=== stopwatch_ctrl_flat ===
==> stopwatch_ctrl_flat/clock_map.png <==
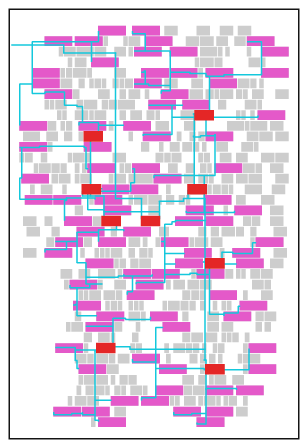

===== src/rtl/stopwatch_lap_if.sv =====
// ---------------------------------------------------------------------------
// stopwatch_lap_if
// Command bundle from the stopwatch control FSM to the lap-result memory and
// the display mux.
//
// Semantics: lap_we and lap_re are single-cycle command pulses with no ready
// or back-pressure. The datapath must act on every cycle in which a pulse is
// high. The matching address (lap_waddr or lap_raddr) is valid in that same
// cycle. lap_count, lap_full and show_lap are levels.
//
// Signals:
//   lap_we     store the current display into slot lap_waddr
//   lap_waddr  write slot
//   lap_re     read slot lap_raddr onto the display
//   lap_raddr  read slot
//   lap_count  number of valid laps stored
//   lap_full   lap_count has reached the memory depth
//   show_lap   display shows lap memory instead of live counters
// Modports: master (controller drives), slave (datapath observes).
// ---------------------------------------------------------------------------
interface stopwatch_lap_if #(
  parameter int LAP_AW = 4
) ();
  logic              lap_we;
  logic [LAP_AW-1:0] lap_waddr;
  logic              lap_re;
  logic [LAP_AW-1:0] lap_raddr;
  logic [LAP_AW-1:0] lap_count;
  logic              lap_full;
  logic              show_lap;

  modport master (
    output lap_we, lap_waddr, lap_re, lap_raddr, lap_count, lap_full, show_lap
  );

  modport slave (
    input lap_we, lap_waddr, lap_re, lap_raddr, lap_count, lap_full, show_lap
  );
endinterface


===== src/rtl/stopwatch_ctrl.sv =====
// ---------------------------------------------------------------------------
// stopwatch_ctrl
// Control FSM for the stopwatch datapath. It synchronises and debounces the
// start/stop button, the save button and the result-mode switch. It turns
// them into run/clear levels and pulses, lap write and read pulses with slot
// addresses, and an RGB status light.
//
// Optional build macro STOPWATCH_LAP_RING_EN: when it is defined, saving
// while the memory is full overwrites the oldest slot, and recall starts at
// the oldest slot. When it is not defined, writes are dropped when the
// memory is full.
//
// Ports:
//   clk, rst_n     clock and synchronous active-low reset
//   btn, save      active-low buttons, asynchronous to clk
//   outres         result-mode switch (1 = recall mode), asynchronous
//   run            counters advance while high
//   clear          one-cycle pulse that zeroes the counters and the display
//   lap            lap-memory command bundle (master side)
//   ledr/ledg/ledb status light; exactly one colour is on
//   dbg_state      current FSM state, for observation
// ---------------------------------------------------------------------------
module stopwatch_ctrl #(
  parameter int DEBOUNCE_CYCLES = 500000,
  parameter int LAP_DEPTH       = 10,
  parameter int LAP_AW          = 4
) (
  input  logic                   clk,
  input  logic                   rst_n,
  input  logic                   btn,
  input  logic                   save,
  input  logic                   outres,
  output logic                   run,
  output logic                   clear,
  stopwatch_lap_if.master        lap,
  output logic                   ledr,
  output logic                   ledg,
  output logic                   ledb,
  output logic [1:0]             dbg_state
);

  typedef enum logic [1:0] {
    S_IDLE   = 2'd0,
    S_RUN    = 2'd1,
    S_PAUSED = 2'd2,
    S_RECALL = 2'd3
  } state_t;

  localparam int                CW       = $clog2(DEBOUNCE_CYCLES + 1);
  localparam logic [CW-1:0]     CNT_LAST = CW'(DEBOUNCE_CYCLES - 1);
  localparam logic [LAP_AW-1:0] DEPTH_V  = LAP_AW'(LAP_DEPTH);
`ifdef STOPWATCH_LAP_RING_EN
  localparam logic [LAP_AW-1:0] LAST_V   = LAP_AW'(LAP_DEPTH - 1);
`endif
  // Bit order {outres, save, btn}: the buttons rest high, the switch rests low.
  localparam logic [2:0]        DEB_RST  = 3'b011;

  // Input synchronisers and debouncers.
  logic [2:0]    raw;
  logic [2:0]    s1_q, s2_q, deb_q, deb_d;
  logic [CW-1:0] cnt_q [3];
  logic [CW-1:0] cnt_d [3];
  logic          btn_ev_q, btn_ev_d, save_ev_q, save_ev_d;

  assign raw = {outres, save, btn};

  always_comb begin
    deb_d = deb_q;
    for (int i = 0; i < 3; i++) begin
      cnt_d[i] = '0;
      // The counter only runs while the synchronised input disagrees with
      // the accepted level, so any bounce back sends it to zero.
      if (s2_q[i] != deb_q[i]) begin
        if (cnt_q[i] == CNT_LAST) deb_d[i] = s2_q[i];
        else                      cnt_d[i] = cnt_q[i] + 1'b1;
      end
    end
    // A press is the accepted level going 1 -> 0. Releases make no event.
    btn_ev_d  = deb_q[0] & ~deb_d[0];
    save_ev_d = deb_q[1] & ~deb_d[1];
  end

  // Control FSM and command outputs.
  state_t            state_q, state_d;
  logic              run_q, run_d, clear_q, clear_d;
  logic              we_q, we_d, re_q, re_d;
  logic [LAP_AW-1:0] waddr_q, waddr_d, raddr_q, raddr_d, count_q, count_d;
  logic [LAP_AW-1:0] raddr_inc;
  logic              full_q, full_d, show_q, show_d;
  logic              ledr_q, ledr_d, ledg_q, ledg_d, ledb_q, ledb_d;
  logic              save_cmd;

  always_comb begin
    state_d   = state_q;
    clear_d   = 1'b0;
    we_d      = 1'b0;
    re_d      = 1'b0;
    waddr_d   = waddr_q;
    raddr_d   = raddr_q;
    count_d   = count_q;
    raddr_inc = raddr_q + LAP_AW'(1);
    // When btn and save are pressed in the same cycle, btn wins.
    save_cmd  = save_ev_q & ~btn_ev_q;

    // The slot pointer and the count advance in the cycle after a write pulse,
    // so the datapath sees the old address together with lap_we.
    if (we_q) begin
`ifdef STOPWATCH_LAP_RING_EN
      waddr_d = (waddr_q == LAST_V) ? '0 : waddr_q + LAP_AW'(1);
      count_d = (count_q == DEPTH_V) ? count_q : count_q + LAP_AW'(1);
`else
      waddr_d = waddr_q + LAP_AW'(1);
      count_d = count_q + LAP_AW'(1);
`endif
    end

    case (state_q)
      S_IDLE: begin
        if (btn_ev_q)                  state_d = S_RUN;
        else if (save_cmd && !deb_q[2]) clear_d = 1'b1;
      end
      S_RUN: begin
        if (btn_ev_q) state_d = S_PAUSED;
        else if (save_cmd) begin
`ifdef STOPWATCH_LAP_RING_EN
          we_d = 1'b1;
`else
          we_d = !full_q;
`endif
        end
      end
      S_PAUSED: begin
        if (btn_ev_q) state_d = S_RUN;
        else if (save_cmd) begin
          if (!deb_q[2]) begin
            clear_d = 1'b1;
            count_d = '0;
            waddr_d = '0;
            raddr_d = '0;
            state_d = S_IDLE;
          end else if (count_q != '0) begin
            state_d = S_RECALL;
            re_d    = 1'b1;
`ifdef STOPWATCH_LAP_RING_EN
            // Once the ring has wrapped, the oldest lap sits at the write pointer.
            raddr_d = full_q ? waddr_q : '0;
`else
            raddr_d = '0;
`endif
          end
        end
      end
      S_RECALL: begin
        if (btn_ev_q)      state_d = S_RUN;
        else if (!deb_q[2]) state_d = S_PAUSED;
        else if (save_cmd) begin
          // When the ring is full, count equals depth, so this also wraps
          // modulo the depth.
          raddr_d = (raddr_inc == count_q) ? '0 : raddr_inc;
          re_d    = 1'b1;
        end
      end
      default: state_d = S_IDLE;
    endcase

    full_d = (count_d == DEPTH_V);
    run_d  = (state_d == S_RUN);
    show_d = (state_d == S_RECALL);
    ledr_d = 1'b0;
    ledg_d = 1'b0;
    ledb_d = 1'b0;
    case (state_d)
      S_RUN:    ledg_d = 1'b1;
      S_RECALL: ledb_d = 1'b1;
      default: begin
        ledr_d = !deb_q[2];
        ledb_d = deb_q[2];
      end
    endcase
  end

  always_ff @(posedge clk) begin
    if (!rst_n) begin
      s1_q      <= '0;
      s2_q      <= '0;
      deb_q     <= DEB_RST;
      for (int i = 0; i < 3; i++) cnt_q[i] <= '0;
      btn_ev_q  <= 1'b0;
      save_ev_q <= 1'b0;
      state_q   <= S_IDLE;
      run_q     <= 1'b0;
      clear_q   <= 1'b0;
      we_q      <= 1'b0;
      re_q      <= 1'b0;
      waddr_q   <= '0;
      raddr_q   <= '0;
      count_q   <= '0;
      full_q    <= 1'b0;
      show_q    <= 1'b0;
      ledr_q    <= 1'b1;
      ledg_q    <= 1'b0;
      ledb_q    <= 1'b0;
    end else begin
      s1_q      <= raw;
      s2_q      <= s1_q;
      deb_q     <= deb_d;
      for (int i = 0; i < 3; i++) cnt_q[i] <= cnt_d[i];
      btn_ev_q  <= btn_ev_d;
      save_ev_q <= save_ev_d;
      state_q   <= state_d;
      run_q     <= run_d;
      clear_q   <= clear_d;
      we_q      <= we_d;
      re_q      <= re_d;
      waddr_q   <= waddr_d;
      raddr_q   <= raddr_d;
      count_q   <= count_d;
      full_q    <= full_d;
      show_q    <= show_d;
      ledr_q    <= ledr_d;
      ledg_q    <= ledg_d;
      ledb_q    <= ledb_d;
    end
  end

  assign run           = run_q;
  assign clear         = clear_q;
  assign lap.lap_we    = we_q;
  assign lap.lap_waddr = waddr_q;
  assign lap.lap_re    = re_q;
  assign lap.lap_raddr = raddr_q;
  assign lap.lap_count = count_q;
  assign lap.lap_full  = full_q;
  assign lap.show_lap  = show_q;
  assign ledr          = ledr_q;
  assign ledg          = ledg_q;
  assign ledb          = ledb_q;
  assign dbg_state     = state_q;

endmodule


===== src/flat_wrapper.sv =====
// flat-port wrapper written by rule: the top's interface ports become plain ports
module stopwatch_ctrl_flat 
#(
  parameter int DEBOUNCE_CYCLES = 500000,
  parameter int LAP_DEPTH       = 10,
  parameter int LAP_AW          = 4
)
  (clk, rst_n, btn, save, outres, run, clear, ledr, ledg, ledb, dbg_state, lap_lap_we, lap_lap_waddr, lap_lap_re, lap_lap_raddr, lap_lap_count, lap_lap_full, lap_show_lap);
  stopwatch_lap_if #(.LAP_AW(LAP_AW)) lap_i ();
  input  logic clk;
  input  logic rst_n;
  input  logic btn;
  input  logic save;
  input  logic outres;
  output logic run;
  output logic clear;
  output logic ledr;
  output logic ledg;
  output logic ledb;
  output logic [1:0] dbg_state;
  output wire logic [$bits(lap_i.lap_we)-1:0] lap_lap_we;
  output wire logic [$bits(lap_i.lap_waddr)-1:0] lap_lap_waddr;
  output wire logic [$bits(lap_i.lap_re)-1:0] lap_lap_re;
  output wire logic [$bits(lap_i.lap_raddr)-1:0] lap_lap_raddr;
  output wire logic [$bits(lap_i.lap_count)-1:0] lap_lap_count;
  output wire logic [$bits(lap_i.lap_full)-1:0] lap_lap_full;
  output wire logic [$bits(lap_i.show_lap)-1:0] lap_show_lap;
  assign lap_lap_we = lap_i.lap_we;
  assign lap_lap_waddr = lap_i.lap_waddr;
  assign lap_lap_re = lap_i.lap_re;
  assign lap_lap_raddr = lap_i.lap_raddr;
  assign lap_lap_count = lap_i.lap_count;
  assign lap_lap_full = lap_i.lap_full;
  assign lap_show_lap = lap_i.show_lap;
  stopwatch_ctrl #(.DEBOUNCE_CYCLES(DEBOUNCE_CYCLES), .LAP_DEPTH(LAP_DEPTH), .LAP_AW(LAP_AW)) u_core (.clk(clk), .rst_n(rst_n), .btn(btn), .save(save), .outres(outres), .run(run), .clear(clear), .lap(lap_i), .ledr(ledr), .ledg(ledg), .ledb(ledb), .dbg_state(dbg_state));
endmodule

===== config.mk =====
export PLATFORM = sky130hd
export DESIGN_NAME = stopwatch_ctrl_flat
export DESIGN_NICKNAME = d
export VERILOG_FILES = /design/src/rtl/stopwatch_lap_if.sv /design/src/rtl/stopwatch_ctrl.sv /design/src/flat_wrapper.sv
export SDC_FILE = /design/constraint.sdc
export NUM_CORES = 1
export LEC_CHECK = 0
export CORE_AREA = 2 2 72 108
export DETAILED_ROUTE_END_ITERATION = 10
export DIE_AREA = 0 0 74 110
export PLACE_DENSITY = 0.72
export SETUP_SLACK_MARGIN = 0.15
export SLEW_MARGIN = 10
export SYNTH_ARGS = -nofsm -noshare
export SYNTH_HDL_FRONTEND = slang
export SYNTH_SLANG_ARGS = --single-unit

===== constraint.sdc =====
create_clock -name clk -period 3.1 [get_ports clk]
set_input_delay 0.93 -clock clk [delete_from_list [all_inputs] [get_ports clk]]
set_output_delay 0.93 -clock clk [all_outputs]
set_load 0.01 [all_outputs]

=== counter_run_ctrl ===
## config.mk

```make
export PLATFORM = sky130hd
export DESIGN_NAME = counter_run_ctrl
export DESIGN_NICKNAME = d
export VERILOG_FILES = /design/src/rtl/counter_run_ctrl_pkg.sv /design/src/rtl/counter_run_timer.sv /design/src/rtl/counter_run_ctrl.sv
export SDC_FILE = /design/constraint.sdc
export NUM_CORES = 1
export LEC_CHECK = 0
export CAP_MARGIN = 20
export CORE_UTILIZATION = 51
export CTS_CLUSTER_SIZE = 16
export DETAILED_ROUTE_END_ITERATION = 8
export PLACE_DENSITY_LB_ADDON = 0.25
export REMOVE_ABC_BUFFERS = 1
export SKIP_CTS_REPAIR_TIMING = 1
export SYNTH_ARGS = -nofsm -noshare
export SYNTH_HDL_FRONTEND = slang
export SYNTH_SLANG_ARGS = --single-unit
```

## constraint.sdc

```tcl
create_clock -name clk -period 4.5 [get_ports clk]
set_input_delay 0.9 -clock clk [delete_from_list [all_inputs] [get_ports clk]]
set_output_delay 0.9 -clock clk [all_outputs]
set_load 0.01 [all_outputs]
```

## src/rtl/counter_run_ctrl_pkg.sv

```systemverilog
// Shared definitions for the run/num counter engine controller:
// FSM state encoding and response status codes.
package counter_run_ctrl_pkg;

  typedef enum logic [1:0] {
    IDLE  = 2'b00,
    ISSUE = 2'b01,
    WAIT  = 2'b10,
    RESP  = 2'b11
  } state_t;

  localparam logic [1:0] RESP_OK      = 2'b00;
  localparam logic [1:0] RESP_ZERO    = 2'b01;
  localparam logic [1:0] RESP_TIMEOUT = 2'b10;

endpackage

```

## src/rtl/counter_run_timer.sv

```systemverilog
// Clearable, saturating timeout counter for counter_run_ctrl. The terminal flag
// marks the cycle whose increment brings the count to TIMEOUT-1.
module counter_run_timer #(
  parameter int TIMEOUT = 32
) (
  input  logic clk,
  input  logic reset,
  input  logic clear,
  input  logic enable,
  output logic terminal
);

  localparam int CNT_W = (TIMEOUT > 2) ? $clog2(TIMEOUT) : 1;
  localparam logic [CNT_W-1:0] CNT_MAX  = CNT_W'(TIMEOUT - 1);
  localparam logic [CNT_W-1:0] CNT_TERM = CNT_W'(TIMEOUT - 2);

  logic [CNT_W-1:0] count;

  // Saturates at TIMEOUT-1 instead of wrapping, so a stalled FSM never re-arms it.
  always_ff @(posedge clk) begin
    if (reset) begin
      count <= '0;
    end else if (clear) begin
      count <= '0;
    end else if (enable && (count != CNT_MAX)) begin
      count <= count + CNT_W'(1);
    end
  end

  assign terminal = enable && (count == CNT_TERM);

endmodule

```

## src/rtl/counter_run_ctrl.sv

```systemverilog
// Initiator-side controller for the run/num counter engine: accepts jobs,
// pulses run with the target count, waits for done under a timeout, and responds.
module counter_run_ctrl
  import counter_run_ctrl_pkg::*;
#(
  parameter int NUM_W   = 4,
  parameter int TIMEOUT = 32,
  parameter int JOB_W   = 8
) (
  input  logic             clk,
  input  logic             reset,
  input  logic             i_req_valid,
  output logic             o_req_ready,
  input  logic [NUM_W-1:0] i_req_num,
  output logic             o_run,
  output logic [NUM_W-1:0] o_num,
  input  logic             i_done,
  output logic             o_busy,
  output logic             o_resp_valid,
  input  logic             i_resp_ready,
  output logic [1:0]       o_resp_code,
  output logic [JOB_W-1:0] o_job_cnt
);

  state_t     state;
  state_t     next_state;
  logic       accept;
  logic       timer_clear;
  logic       timer_enable;
  logic       timer_terminal;
  logic       job_ok;
  logic [1:0] next_code;

  counter_run_timer #(
    .TIMEOUT (TIMEOUT)
  ) u_timer (
    .clk      (clk),
    .reset    (reset),
    .clear    (timer_clear),
    .enable   (timer_enable),
    .terminal (timer_terminal)
  );

  always_ff @(posedge clk) begin
    if (reset) begin
      state <= IDLE;
    end else begin
      state <= next_state;
    end
  end

  // A zero-length job is rejected straight to RESP without touching the engine.
  always_comb begin
    next_state = state;
    case (state)
      IDLE: begin
        if (i_req_valid) begin
          next_state = (i_req_num == '0) ? RESP : ISSUE;
        end
      end
      ISSUE: next_state = WAIT;
      WAIT: begin
        if (i_done || timer_terminal) begin
          next_state = RESP;
        end
      end
      RESP: begin
        if (i_resp_ready) begin
          next_state = IDLE;
        end
      end
      default: next_state = IDLE;
    endcase
  end

  // Done takes precedence over the terminal count, so a late done still reports OK.
  always_comb begin
    o_req_ready  = (state == IDLE);
    o_busy       = (state == ISSUE) || (state == WAIT);
    accept       = (state == IDLE) && i_req_valid;
    timer_clear  = (state == ISSUE);
    timer_enable = (state == WAIT);
    job_ok       = (state == WAIT) && i_done;
    next_code    = o_resp_code;
    if (accept && (i_req_num == '0)) begin
      next_code = RESP_ZERO;
    end else if (job_ok) begin
      next_code = RESP_OK;
    end else if ((state == WAIT) && timer_terminal) begin
      next_code = RESP_TIMEOUT;
    end
  end

  always_ff @(posedge clk) begin
    if (reset) begin
      o_run        <= 1'b0;
      o_num        <= '0;
      o_resp_valid <= 1'b0;
      o_resp_code  <= RESP_OK;
      o_job_cnt    <= '0;
    end else begin
      o_run        <= (next_state == ISSUE);
      o_resp_valid <= (next_state == RESP);
      o_resp_code  <= next_code;
      if (accept) begin
        o_num <= i_req_num;
      end
      if (job_ok) begin
        o_job_cnt <= o_job_cnt + JOB_W'(1);
      end
    end
  end

endmodule

```

=== edge_event_arbiter ===
`config.mk`:
```
export PLATFORM = sky130hd
export DESIGN_NAME = edge_event_arbiter
export DESIGN_NICKNAME = d
export VERILOG_FILES = /design/src/rtl/edge_evt_pkg.sv /design/src/rtl/edge_evt_rr_arb.sv /design/src/rtl/edge_event_arbiter.sv
export SDC_FILE = /design/constraint.sdc
export NUM_CORES = 1
export LEC_CHECK = 0
export ABC_AREA = 1
export CORE_MARGIN = 2
export CORE_UTILIZATION = 47
export CTS_CLUSTER_SIZE = 14
export DETAILED_ROUTE_END_ITERATION = 10
export GPL_ROUTABILITY_DRIVEN = 0
export HOLD_SLACK_MARGIN = 0.03
export PLACE_DENSITY = 0.88
export SYNTH_ARGS = -nofsm -noshare
export SYNTH_HDL_FRONTEND = slang
export SYNTH_SLANG_ARGS = --single-unit
```
`constraint.sdc`:
```
create_clock -name clk_i -period 2.5 [get_ports clk_i]
set_input_delay 0.75 -clock clk_i [delete_from_list [all_inputs] [get_ports clk_i]]
set_output_delay 0.75 -clock clk_i [all_outputs]
set_load 0.02 [all_outputs]
```
`src/rtl/edge_evt_pkg.sv`:
```
// edge_evt_pkg: shared types for the edge_event_arbiter block.
package edge_evt_pkg;
  typedef enum logic {IDLE, HOLD} edge_evt_state_e;
endpackage

```
`src/rtl/edge_evt_rr_arb.sv`:
```
// edge_evt_rr_arb: round-robin grant over a request vector; the pointer advances only on gnt_en_i.
// Ports: clk_i/rst_ni clock and async active-low reset, req_i requests, gnt_en_i grant strobe,
//        gnt_oh_o one-hot grant, gnt_idx_o grant index.
module edge_evt_rr_arb #(
  parameter int NumCh = 4,
  localparam int ChW = $clog2(NumCh)
) (
  input  logic             clk_i,
  input  logic             rst_ni,
  input  logic [NumCh-1:0] req_i,
  input  logic             gnt_en_i,
  output logic [NumCh-1:0] gnt_oh_o,
  output logic [ChW-1:0]   gnt_idx_o
);
  logic [ChW-1:0] last_q, last_d;
  logic found;
  int c;
  always_comb begin
    found = 1'b0;
    gnt_idx_o = '0;
    c = 0;
    for (int i = 1; i <= NumCh; i++) begin
      c = int'(last_q) + i;
      c = c >= NumCh ? c - NumCh : c;
      if (!found && req_i[ChW'(c)]) begin
        found = 1'b1;
        gnt_idx_o = ChW'(c);
      end
    end
    gnt_oh_o = found ? NumCh'(1) << gnt_idx_o : '0;
    last_d = (gnt_en_i && found) ? gnt_idx_o : last_q;
  end
  // Pointer resets to the last channel so the first search begins at channel 0.
  always_ff @(posedge clk_i or negedge rst_ni) begin
    if (!rst_ni) last_q <= ChW'(NumCh - 1);
    else last_q <= last_d;
  end
endmodule

```
`src/rtl/edge_event_arbiter.sv`:
```
// edge_event_arbiter: per-channel edge capture with pending/overflow tracking, serialized round-robin onto a valid/ready port.
// Ports: sig_i levels; cfg_en_i/cfg_rise_i/cfg_fall_i capture selection; ovf_clr_i sticky-overflow clear;
//        evt_valid_o/evt_ready_i/evt_ch_o/evt_rise_o event port; pend_o/ovf_o status vectors.
// Optional: define EDGE_EVT_TIMESTAMP_EN to add a free-running counter and the evt_ts_o port.
module edge_event_arbiter
  import edge_evt_pkg::*;
#(
  parameter int NumCh = 4,
  parameter int TsW = 16,
  localparam int ChW = $clog2(NumCh)
) (
  input  logic             clk_i,
  input  logic             rst_ni,
  input  logic [NumCh-1:0] sig_i,
  input  logic [NumCh-1:0] cfg_en_i,
  input  logic [NumCh-1:0] cfg_rise_i,
  input  logic [NumCh-1:0] cfg_fall_i,
  input  logic [NumCh-1:0] ovf_clr_i,
  output logic             evt_valid_o,
  input  logic             evt_ready_i,
  output logic [ChW-1:0]   evt_ch_o,
  output logic             evt_rise_o,
`ifdef EDGE_EVT_TIMESTAMP_EN
  output logic [TsW-1:0]   evt_ts_o,
`endif
  output logic [NumCh-1:0] pend_o,
  output logic [NumCh-1:0] ovf_o
);
  if (NumCh < 2 || NumCh > 32 || TsW < 1) begin : g_bad_param
    $error("edge_event_arbiter: NumCh must be 2..32 and TsW >= 1");
  end
  edge_evt_state_e state_q, state_d;
  logic [NumCh-1:0] sig_q, pend_q, pend_d, pend_rise_q, pend_rise_d, ovf_q, ovf_d;
  logic [NumCh-1:0] rise, fall, hit, busy, load, gnt_oh;
  logic [ChW-1:0] gnt_idx, evt_ch_q, evt_ch_d;
  logic evt_rise_q, evt_rise_d, gnt_en;
  edge_evt_rr_arb #(.NumCh(NumCh)) u_arb (
    .clk_i(clk_i),
    .rst_ni(rst_ni),
    .req_i(pend_q),
    .gnt_en_i(gnt_en),
    .gnt_oh_o(gnt_oh),
    .gnt_idx_o(gnt_idx)
  );
  // busy: pending and not being handed to the output register this cycle, so a new edge is an overflow.
  always_comb begin
    rise = sig_i & ~sig_q;
    fall = ~sig_i & sig_q;
    hit = cfg_en_i & ((rise & cfg_rise_i) | (fall & cfg_fall_i));
    gnt_en = (|pend_q) && (state_q == IDLE || evt_ready_i);
    busy = pend_q & ~(gnt_en ? gnt_oh : '0);
    load = hit & ~busy;
    pend_d = cfg_en_i & (busy | hit);
    pend_rise_d = (load & rise) | (~load & pend_rise_q);
    ovf_d = (hit & busy) | (ovf_q & ~ovf_clr_i);
    state_d = gnt_en ? HOLD : (evt_ready_i ? IDLE : state_q);
    evt_ch_d = gnt_en ? gnt_idx : evt_ch_q;
    evt_rise_d = gnt_en ? |(pend_rise_q & gnt_oh) : evt_rise_q;
  end
  always_ff @(posedge clk_i or negedge rst_ni) begin
    if (!rst_ni) begin
      state_q <= IDLE;
      sig_q <= '0;
      pend_q <= '0;
      pend_rise_q <= '0;
      ovf_q <= '0;
      evt_ch_q <= '0;
      evt_rise_q <= 1'b0;
    end else begin
      state_q <= state_d;
      sig_q <= sig_i;
      pend_q <= pend_d;
      pend_rise_q <= pend_rise_d;
      ovf_q <= ovf_d;
      evt_ch_q <= evt_ch_d;
      evt_rise_q <= evt_rise_d;
    end
  end
  assign evt_valid_o = state_q == HOLD;
  assign evt_ch_o = evt_ch_q;
  assign evt_rise_o = evt_rise_q;
  assign pend_o = pend_q;
  assign ovf_o = ovf_q;
`ifdef EDGE_EVT_TIMESTAMP_EN
  logic [TsW-1:0] cnt_q, cnt_d, evt_ts_q, evt_ts_d;
  logic [TsW-1:0] ts_q [NumCh];
  logic [TsW-1:0] ts_d [NumCh];
  // Timestamps are written only on a fresh load, so an overflowing edge leaves the stored one intact.
  always_comb begin
    cnt_d = cnt_q + TsW'(1);
    for (int i = 0; i < NumCh; i++) ts_d[i] = load[i] ? cnt_q : ts_q[i];
    evt_ts_d = gnt_en ? ts_q[gnt_idx] : evt_ts_q;
  end
  always_ff @(posedge clk_i or negedge rst_ni) begin
    if (!rst_ni) begin
      cnt_q <= '0;
      evt_ts_q <= '0;
      for (int i = 0; i < NumCh; i++) ts_q[i] <= '0;
    end else begin
      cnt_q <= cnt_d;
      evt_ts_q <= evt_ts_d;
      for (int i = 0; i < NumCh; i++) ts_q[i] <= ts_d[i];
    end
  end
  assign evt_ts_o = evt_ts_q;
`endif
endmodule

```
=== frame_loader_flat ===
==> config.mk <==
export PLATFORM = sky130hd
export DESIGN_NAME = frame_loader_flat
export DESIGN_NICKNAME = d
export VERILOG_FILES = /design/src/rtl/frame_loader_if.sv /design/src/rtl/frame_loader.sv /design/src/flat_wrapper.sv
export SDC_FILE = /design/constraint.sdc
export NUM_CORES = 2
export LEC_CHECK = 0
export ABC_AREA = 1
export CORE_MARGIN = 10
export CORE_UTILIZATION = 52
export CTS_CLUSTER_DIAMETER = 50
export CTS_CLUSTER_SIZE = 20
export DETAILED_ROUTE_END_ITERATION = 6
export GPL_ROUTABILITY_DRIVEN = 0
export PLACE_DENSITY_LB_ADDON = 0.08
export SYNTH_ARGS = -nofsm -noshare
export SYNTH_HDL_FRONTEND = slang
export SYNTH_SLANG_ARGS = --single-unit
==> constraint.sdc <==
create_clock -name CLOCK_50 -period 2.8 [get_ports CLOCK_50]
set_input_delay 0.42 -clock CLOCK_50 [delete_from_list [all_inputs] [get_ports CLOCK_50]]
set_output_delay 0.42 -clock CLOCK_50 [all_outputs]
set_load 0.01 [all_outputs]
==> src/rtl/frame_loader_if.sv <==
// frame_loader_if: frame RAM read port plus the (x, y, color) pixel stream
// toward the VGA framebuffer write port.
interface frame_loader_if #(
    parameter int H_RES   = 640,
    parameter int BPP     = 1,
    parameter int ADDR_W  = 9,
    parameter int COORD_W = 11
);
    logic [ADDR_W-1:0]    read_addr;
    logic [H_RES*BPP-1:0] q;
    logic [COORD_W-1:0]   pix_x;
    logic [COORD_W-1:0]   pix_y;
    logic [BPP-1:0]       pix_color;
    logic                 pix_valid;
    logic                 pix_ready;
    modport master (output read_addr, pix_x, pix_y, pix_color, pix_valid, input q, pix_ready);
    modport slave  (input read_addr, pix_x, pix_y, pix_color, pix_valid, output q, pix_ready);
endinterface

==> src/rtl/frame_loader.sv <==
// frame_loader: streams a row-organised frame RAM out as (x, y, color) pixels,
// one RAM word per row, with back-pressure, abort and optional mirroring.
module frame_loader #(
    parameter int H_RES   = 640,
    parameter int V_RES   = 480,
    parameter int BPP     = 1,
    parameter int RAM_LAT = 1,
    parameter int ADDR_W  = 9,
    parameter int COORD_W = 11
) (
    input  logic           CLOCK_50,
    input  logic           reset_n,
    input  logic           start,
    input  logic           abort,
    input  logic           mirror,
    output logic           busy,
    output logic           done,
    frame_loader_if.master px
);
    localparam int CW = H_RES > 1 ? $clog2(H_RES) : 1;

    typedef enum logic [2:0] {IDLE, FETCH, LATCH, STREAM, DONE} state_t;

    state_t               state_q, state_d;
    logic                 mirror_q, mirror_d;
    logic [ADDR_W-1:0]    row_q, row_d;
    logic [CW-1:0]        col_q, col_d;
    logic [1:0]           lat_cnt_q, lat_cnt_d;
    logic [H_RES*BPP-1:0] buf_q, buf_d;
    logic                 busy_q, busy_d;
    logic                 done_q, done_d;
    logic                 valid_q, valid_d;
    logic [CW-1:0]        x_q, x_d;
    logic [BPP-1:0]       color_q, color_d;
    logic [CW-1:0]        first_x, next_x;

    function automatic logic [CW-1:0] emit_x(input logic m, input logic [CW-1:0] c);
        return m ? CW'(H_RES - 1) - c : c;
    endfunction

    assign first_x = emit_x(mirror_q, '0);
    assign next_x  = emit_x(mirror_q, col_q + 1'b1);

    always_comb begin
        state_d   = state_q;
        mirror_d  = mirror_q;
        row_d     = row_q;
        col_d     = col_q;
        lat_cnt_d = lat_cnt_q;
        buf_d     = buf_q;
        busy_d    = busy_q;
        done_d    = 1'b0;
        valid_d   = valid_q;
        x_d       = x_q;
        color_d   = color_q;
        if (abort) begin
            state_d = IDLE;
            busy_d  = 1'b0;
            valid_d = 1'b0;
        end else begin
            case (state_q)
                IDLE: if (start) begin
                    state_d   = FETCH;
                    mirror_d  = mirror;
                    row_d     = '0;
                    lat_cnt_d = '0;
                    busy_d    = 1'b1;
                end
                FETCH: begin
                    lat_cnt_d = lat_cnt_q + 1'b1;
                    if (lat_cnt_q == 2'(RAM_LAT - 1)) state_d = LATCH;
                end
                LATCH: begin
                    buf_d   = px.q;
                    col_d   = '0;
                    x_d     = first_x;
                    color_d = px.q[first_x*BPP +: BPP];
                    valid_d = 1'b1;
                    state_d = STREAM;
                end
                STREAM: if (px.pix_ready) begin
                    if (col_q == CW'(H_RES - 1)) begin
                        valid_d = 1'b0;
                        if (row_q == ADDR_W'(V_RES - 1)) begin
                            state_d = DONE;
                            busy_d  = 1'b0;
                            done_d  = 1'b1;
                        end else begin
                            row_d     = row_q + 1'b1;
                            lat_cnt_d = '0;
                            state_d   = FETCH;
                        end
                    end else begin
                        col_d   = col_q + 1'b1;
                        x_d     = next_x;
                        color_d = buf_q[next_x*BPP +: BPP];
                    end
                end
                default: state_d = IDLE;
            endcase
        end
    end

    always_ff @(posedge CLOCK_50 or negedge reset_n) begin
        if (!reset_n) begin
            state_q   <= IDLE;
            mirror_q  <= 1'b0;
            row_q     <= '0;
            col_q     <= '0;
            lat_cnt_q <= '0;
            buf_q     <= '0;
            busy_q    <= 1'b0;
            done_q    <= 1'b0;
            valid_q   <= 1'b0;
            x_q       <= '0;
            color_q   <= '0;
        end else begin
            state_q   <= state_d;
            mirror_q  <= mirror_d;
            row_q     <= row_d;
            col_q     <= col_d;
            lat_cnt_q <= lat_cnt_d;
            buf_q     <= buf_d;
            busy_q    <= busy_d;
            done_q    <= done_d;
            valid_q   <= valid_d;
            x_q       <= x_d;
            color_q   <= color_d;
        end
    end

    assign busy         = busy_q;
    assign done         = done_q;
    assign px.read_addr = row_q;
    assign px.pix_x     = COORD_W'(x_q);
    assign px.pix_y     = COORD_W'(row_q);
    assign px.pix_color = color_q;
    assign px.pix_valid = valid_q;
endmodule

==> src/flat_wrapper.sv <==
// flat-port wrapper written by rule: the top's interface ports become plain ports
module frame_loader_flat 
#(
    parameter int H_RES   = 640,
    parameter int V_RES   = 480,
    parameter int BPP     = 1,
    parameter int RAM_LAT = 1,
    parameter int ADDR_W  = 9,
    parameter int COORD_W = 11
)
  (CLOCK_50, reset_n, start, abort, mirror, busy, done, px_read_addr, px_pix_x, px_pix_y, px_pix_color, px_pix_valid, px_q, px_pix_ready);
  frame_loader_if #(.H_RES(H_RES), .BPP(BPP), .ADDR_W(ADDR_W), .COORD_W(COORD_W)) px_i ();
  input  logic CLOCK_50;
  input  logic reset_n;
  input  logic start;
  input  logic abort;
  input  logic mirror;
  output logic busy;
  output logic done;
  output wire logic [$bits(px_i.read_addr)-1:0] px_read_addr;
  output wire logic [$bits(px_i.pix_x)-1:0] px_pix_x;
  output wire logic [$bits(px_i.pix_y)-1:0] px_pix_y;
  output wire logic [$bits(px_i.pix_color)-1:0] px_pix_color;
  output wire logic [$bits(px_i.pix_valid)-1:0] px_pix_valid;
  input wire logic [$bits(px_i.q)-1:0] px_q;
  input wire logic [$bits(px_i.pix_ready)-1:0] px_pix_ready;
  assign px_read_addr = px_i.read_addr;
  assign px_pix_x = px_i.pix_x;
  assign px_pix_y = px_i.pix_y;
  assign px_pix_color = px_i.pix_color;
  assign px_pix_valid = px_i.pix_valid;
  assign px_i.q = px_q;
  assign px_i.pix_ready = px_pix_ready;
  frame_loader #(.H_RES(H_RES), .V_RES(V_RES), .BPP(BPP), .RAM_LAT(RAM_LAT), .ADDR_W(ADDR_W), .COORD_W(COORD_W)) u_core (.CLOCK_50(CLOCK_50), .reset_n(reset_n), .start(start), .abort(abort), .mirror(mirror), .busy(busy), .done(done), .px(px_i));
endmodule
==> counter_run_ctrl/pdn.png <==
Pins as bars on the die edge. Tap cells in gray.
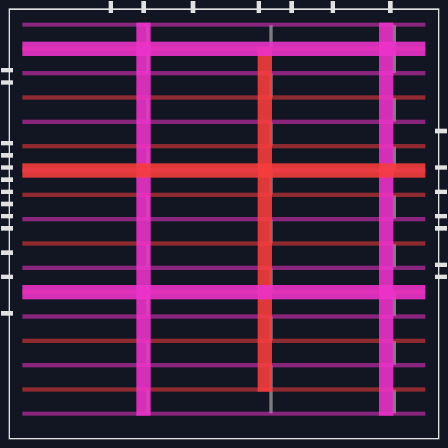
[red] VDD
[magenta] VSS
met5 straps: 3
met4 straps: 3
tap cells: 27

==> deck_impl_summary.md, counter_run_ctrl <==
Physical Implementation Snapshot

Status
  – Status: finished clean

Final timing
  – Fin crit period: 2660 ps
  – Max Clk Rate: 376 MHz
  – Fin. Hold Viols: 0
  – Setup TNS: 0 ps
  – Relative slew slack: between 50% and 60%
  – Clock skew: 3.06 ps
  – Max-slew violation count: 0
  – Worst setup slack after layout: 1840 ps

Worst setup path
  – WP data required: 3600 ps
  – Crit path max fanout: 13
  – Worst r2r dst: u_timer.count[3]
  – Cells on worst reg2reg path: 7
  – Family with the most delay on the worst path: buffers and inverters
  – Crit path to: o_req_ready
  – Slowest cell delay on critical path: 610 ps

Detailed routing
  – Remaining DRCs: 0
  – Via count: slightly above 900
  – Detailed Routing Iterations Pass 1: 4
  – Detail-routed via count per cell: 5.40
  – DRT iter0 DRCs: 7
  – Met1 wire length: 938 µm
  – Metal3 WL: 88 µm
  – DR WL/cell: 12.2 µm
  – Top layer in use: met4
  – Met2 wire length: 1.03 mm
  – DRT antenna net count: 0
  – Post-Route WL: 2.08 mm

Global routing
  – GR Layer Usage met1: 25.6%
  – Vias in the first global route: 762

Place
  – Placer Congestion: 0.719
  – # port buffers: 26
  – Pre-CTS setup slack: approximately 2200 ps
  – Post-DP HPWL: 1.57 mm

Finish
  – Fin nets: 162
  – Layout cells sized above 1: 4.86%
  – Invs w/o clock: 4
  – Nonclk buf count: 26
  – Flop area: 460 µm²
  – Antenna diodes: 0
  – Logic share of the area: roughly 41%
  – Largest registers: o_job_cnt (8), u_timer.count (5), o_num (4)
  – Largest class: combinational gates
  – Fillers: 166
  – Dominant logic cell types in the final layout: 26 x clkdlybuf4s50_1, 23 x dfxtp_1, 12 x nand2_1, 12 x nor2_1, 9 x nand3_1
  – Fin cells: 171

Flow run
  – Max-cap violations: 0

Yosys
  – EDFF count, synth: 0
  – Synth Instances: 119
  – Warnings, synthesis: 0
  – Synth cell count leaders: 23 x dfxtp_1, 12 x nand2_1, 12 x nor2_1
  – Top area contributor share: between 40% and 50%
  – XOR/XNOR Fraction of Synth Area: 7.34%

Floorplan
  – Row cnt: 16
  – Die area: 0.00229 mm²
  – FP Core Util: a little over half
  – Die Y: 47.9 µm
  – Tap cells: 27
  – I/O pin cnt: 27

Pwr
  – Combinational power: 0.0787 mW
  – Combinational share of power: roughly a fifth
  – Clk pwr: 0.0908 mW
  – Peak supply drop: 206 µV

Hold path
  – Hold Crit Start: o_num[0]
  – Hold Path Class: reg -> reg
  – Sink of the worst hold path: o_num[0]

CTS
  – Late-Pin Clk Latency: 300 ps
  – CTS Sinks: 23
  – TritonCTS Buffers: 3
  – TritonCTS clock tree: done
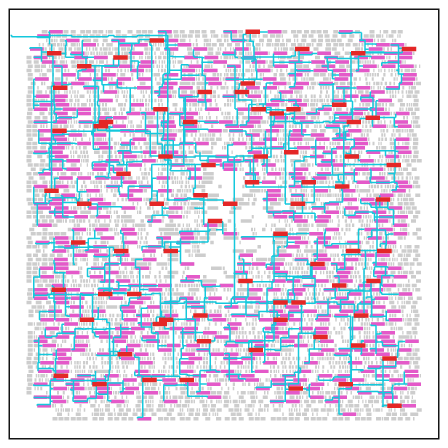
(frame_loader_flat/clock_map.png)
[red] cells driving clock nets | count: 75
[cyan] clock wires | length: 8560 µm
[magenta] flip-flops | count: 678
routed clock nets: 76
flops lie: spread over the die

==> frame_loader_flat/cell_classes.png <==
Bar = 100 µm.
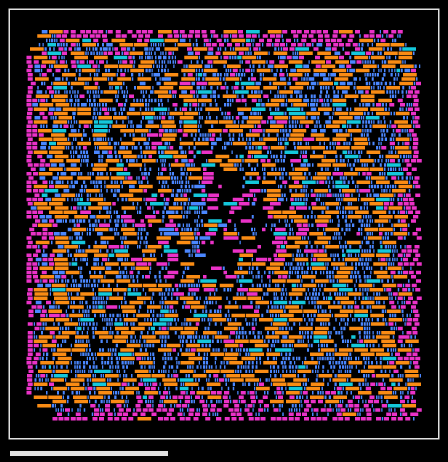
[orange] flops | cells: 678
[blue] all other logic | cells: 3156
[cyan] clock drivers and dummy loads | cells: 138
[magenta] other buffers and delay cells | cells: 829

==> deck_impl_summary.md, frame_loader_flat <==
Physical Implementation Snapshot

Place
  – Pre-CTS setup slack: around 35 ps
  – Area post-placement: 0.0414 mm²
  – # port buffers: around 680

Yosys
  – Most common cell in the synthesized netlist: nand2_1
  – Yosys stat area: 0.0327 mm²
  – Post-synth seq share: 51.9%

Status
  – Status: finished clean

Worst setup path
  – Crit path to: u_core.px.pix_color
  – Crit path launch type: register
  – Sequence of cells on the critical path: ha_1, nand2_1, inv_1, nor2_1, nand2_1, nand2_8, buf_12, nand3_1, nand3_1, nand3_1, nand3_1, nand3_1, nand3_1, nand3_1, nand3_1, nand2_1, nand2_1, nand2_1
  – Worst reg2reg startpoint: u_core.col_q[1]

CTS
  – Clock transition at path regs: 70 ps
  – TritonCTS Buffers: 75
  – Cts hold-fix bufs: 1
  – Root buf cell: clkbuf_16
  – Late-Pin Clk Latency: 630 ps
  – Clock Tree Buf Depth: 3

Flow run
  – Max-cap violations: 0

Floorplan
  – Core footprint: 0.0621 mm²
  – Row cnt: between 90 and 100

Detailed routing
  – Met2 wire length: 56.2 mm
  – DR WL/cell: 20.8 µm

Final timing
  – RSZ-0062 raised after global routing: yes
  – # setup viols final: 0

Global routing
  – Vias in the first global route: 30.7k
  – First-pass GRT wire length: 177 mm

Finish
  – Largest registers: u_core.buf_q (640), u_core.col_q (10)
  – Clock buffers: 84
  – Antenna diodes: 18
  – Layout Utilization: 71.3%
  – Flop count: 678
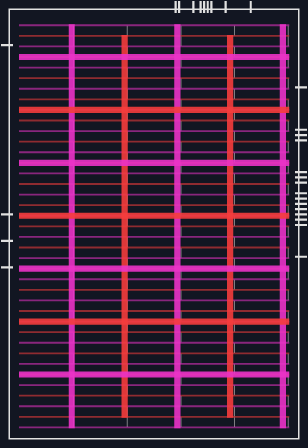
(stopwatch_ctrl_flat/pdn.png)
Pins as bars on the die edge. Tap cells in gray.
[red] VDD
[magenta] VSS
tap cells: 100
met5 straps: 7
met1 rails: 39
met4 straps: 5

Notes on stopwatch_ctrl_flat/clock_map.png above:
[red] cells driving clock nets | count: 9
[magenta] flip-flops | count: 90
[cyan] clock wires | length: 988 µm
flops lie: spread over the die

==> deck_impl_summary.md, stopwatch_ctrl_flat <==
Physical Implementation Snapshot

Finish
  – Gate Area: 0.00192 mm²
  – Invs w/o clock: 11
  – Flop area: 0.00180 mm²
  – Area growth from synthesis to layout: 12.3%
  – Fillers: 635
  – Clock buffers: 12

Detailed routing
  – Via count: 2768
  – DRT iter0 DRCs: between 100 and 150
  – Metal3 WL: about 140 µm
  – DRT antenna net count: 0
  – Remaining DRCs: 0
  – Detailed Routing Iterations Pass 1: 4

Status
  – Status: finished clean

Yosys
  – Ys flops: 90
  – Most common cell in the synthesized netlist: dfxtp_1
  – Yosys cell count: 424
  – EDFF count, synth: 0
  – Synth cell count leaders: 90 x dfxtp_1, 83 x nor2_1, 40 x xor2_1
  – Mux share: 1.82%

Hold path
  – Hold Crit Start: u_core.lap.lap_full

Final timing
  – Crit share post-route: 79.0%
  – Relative slew slack: ~62%
  – Fin. Hold Viols: 0
  – Worst-margin pin slew: 563 ps
  – Max-slew violation count: 0

Pwr
  – Sw power: between 0.4 and 0.5 mW
  – Power Internal: 1.47 mW
  – Sequential share of power: between 60% and 70%
  – Combinational power: 0.0428 mW
  – Peak supply drop: 295 µV
  – Combinational share of power: 2.3%
  – PwrDens: 434 mW/mm²

CTS
  – CTS Sinks: 90
  – TritonCTS clock tree: done
  – Cts hold-fix bufs: 0

Place
  – Pre-CTS setup slack: 758 ps
  – # port buffers: 27
  – DP Cell Count: 539

Worst setup path
  – Cells on worst reg2reg path: 6
  – Crit Path Class: reg -> out
  – Bufs and invs on worst path: 1
  – Crit path launch type: register

Global routing
  – GRT Residual Overflow: 0
==> edge_event_arbiter/clock_map.png <==
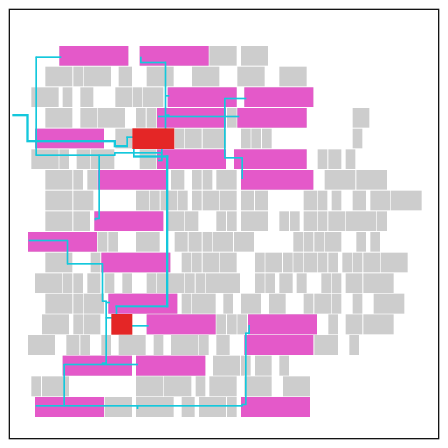
[magenta] flip-flops | count: 22
[red] cells driving clock nets | count: 3
[cyan] clock wires | length: 230 µm
routed clock nets: 4

==> deck_impl_summary.md, edge_event_arbiter <==
Physical Implementation Snapshot

CTS
  – Post-CTS setup buffers: 0
  – Root buf cell: clkbuf_4
  – CTS Sinks: 22

Final timing
  – Worst setup slack after layout: 286 ps
  – Fin. Hold Viols: 0
  – Clock skew: ~2.8 ps
  – Worst-margin pin slew: 419 ps
  – Max Clk Rate: approximately 450 MHz
  – Relative slew slack: 72.0%
  – Max-slew violation count: 0

Pwr
  – PwrDens: roughly 740 mW/mm²
  – Power, Total: 1.26 mW

Yosys
  – Mux share: 0%
  – Ys flops: 22
  – Synth Flop Type: dfrtp_1

Flow run
  – Max-cap violations: 0

Status
  – Status: finished clean

Worst setup path
  – Bufs and invs on worst path: 1

Finish
  – Logic share of the area: 36.2%
  – Layout clock area frac: 2.13%

==> gallery <==
Sequential cells colored by netlist name.
panel A
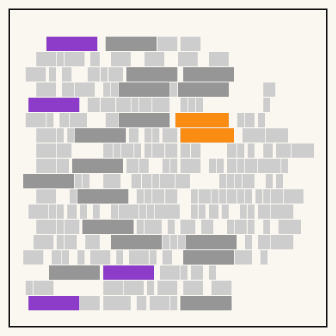
panel B
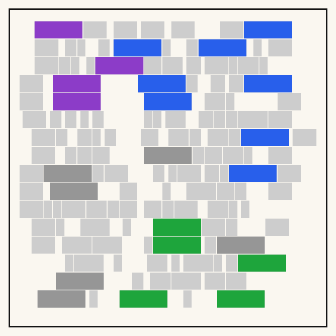
panel C
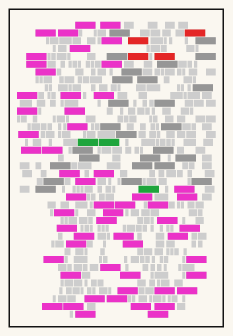
panel D
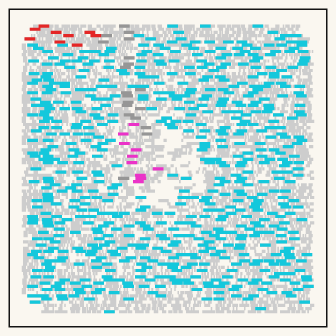
panel A -> edge_event_arbiter
panel D -> frame_loader_flat
panel C -> stopwatch_ctrl_flat
panel B -> counter_run_ctrl
Of these, most cells: panel D
Of these, fewest cells: panel B



==> notes/layouts.md <==
Pictures saved along the way, in no particular order.

Routing congestion map.
Plate I
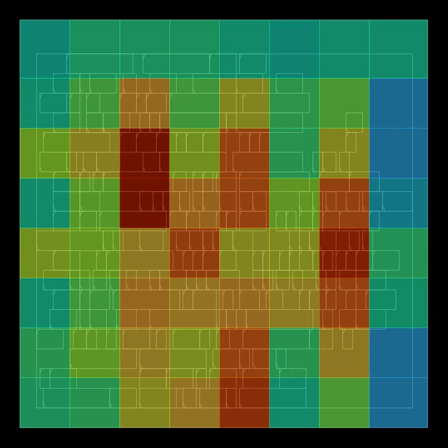
Plate II
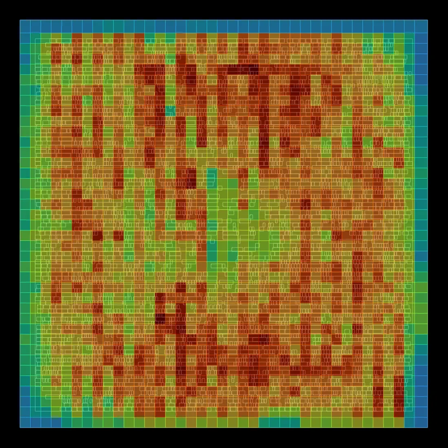
Plate III
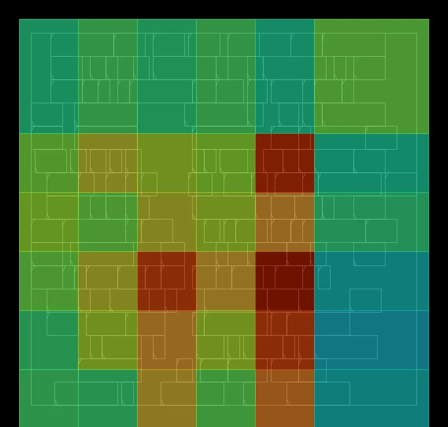
- Plate I = edge_event_arbiter
- Plate II = frame_loader_flat
- Plate III = counter_run_ctrl


==> gallery <==
Placement by cell class.
(a)
Bar = 20 µm.
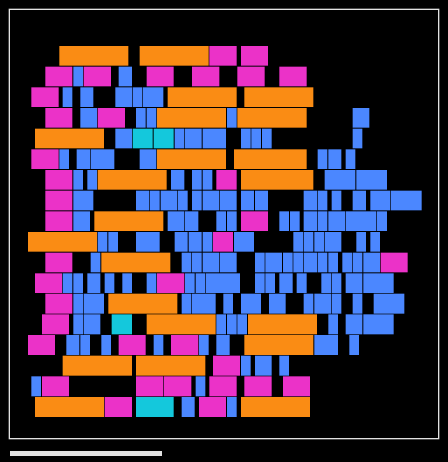
(b)
Bar = 10 µm.
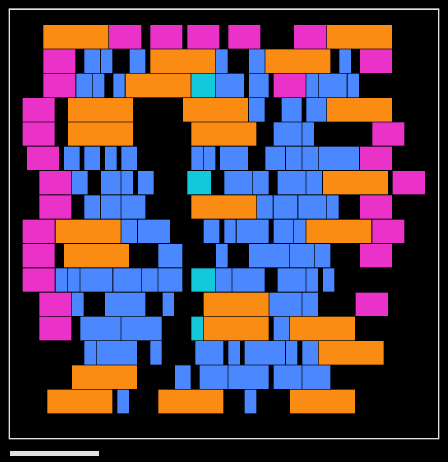
(c)
Bar = 20 µm.
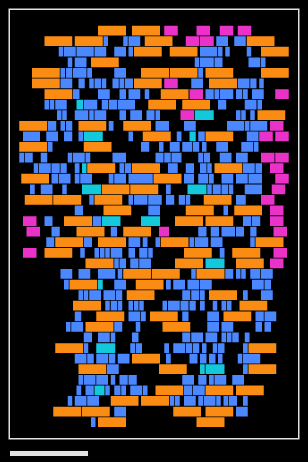
Of these, smallest die: (b)
stopwatch_ctrl_flat: (c)
counter_run_ctrl: (b)
edge_event_arbiter: (a)

Power is estimated from default activity; no workload was simulated.
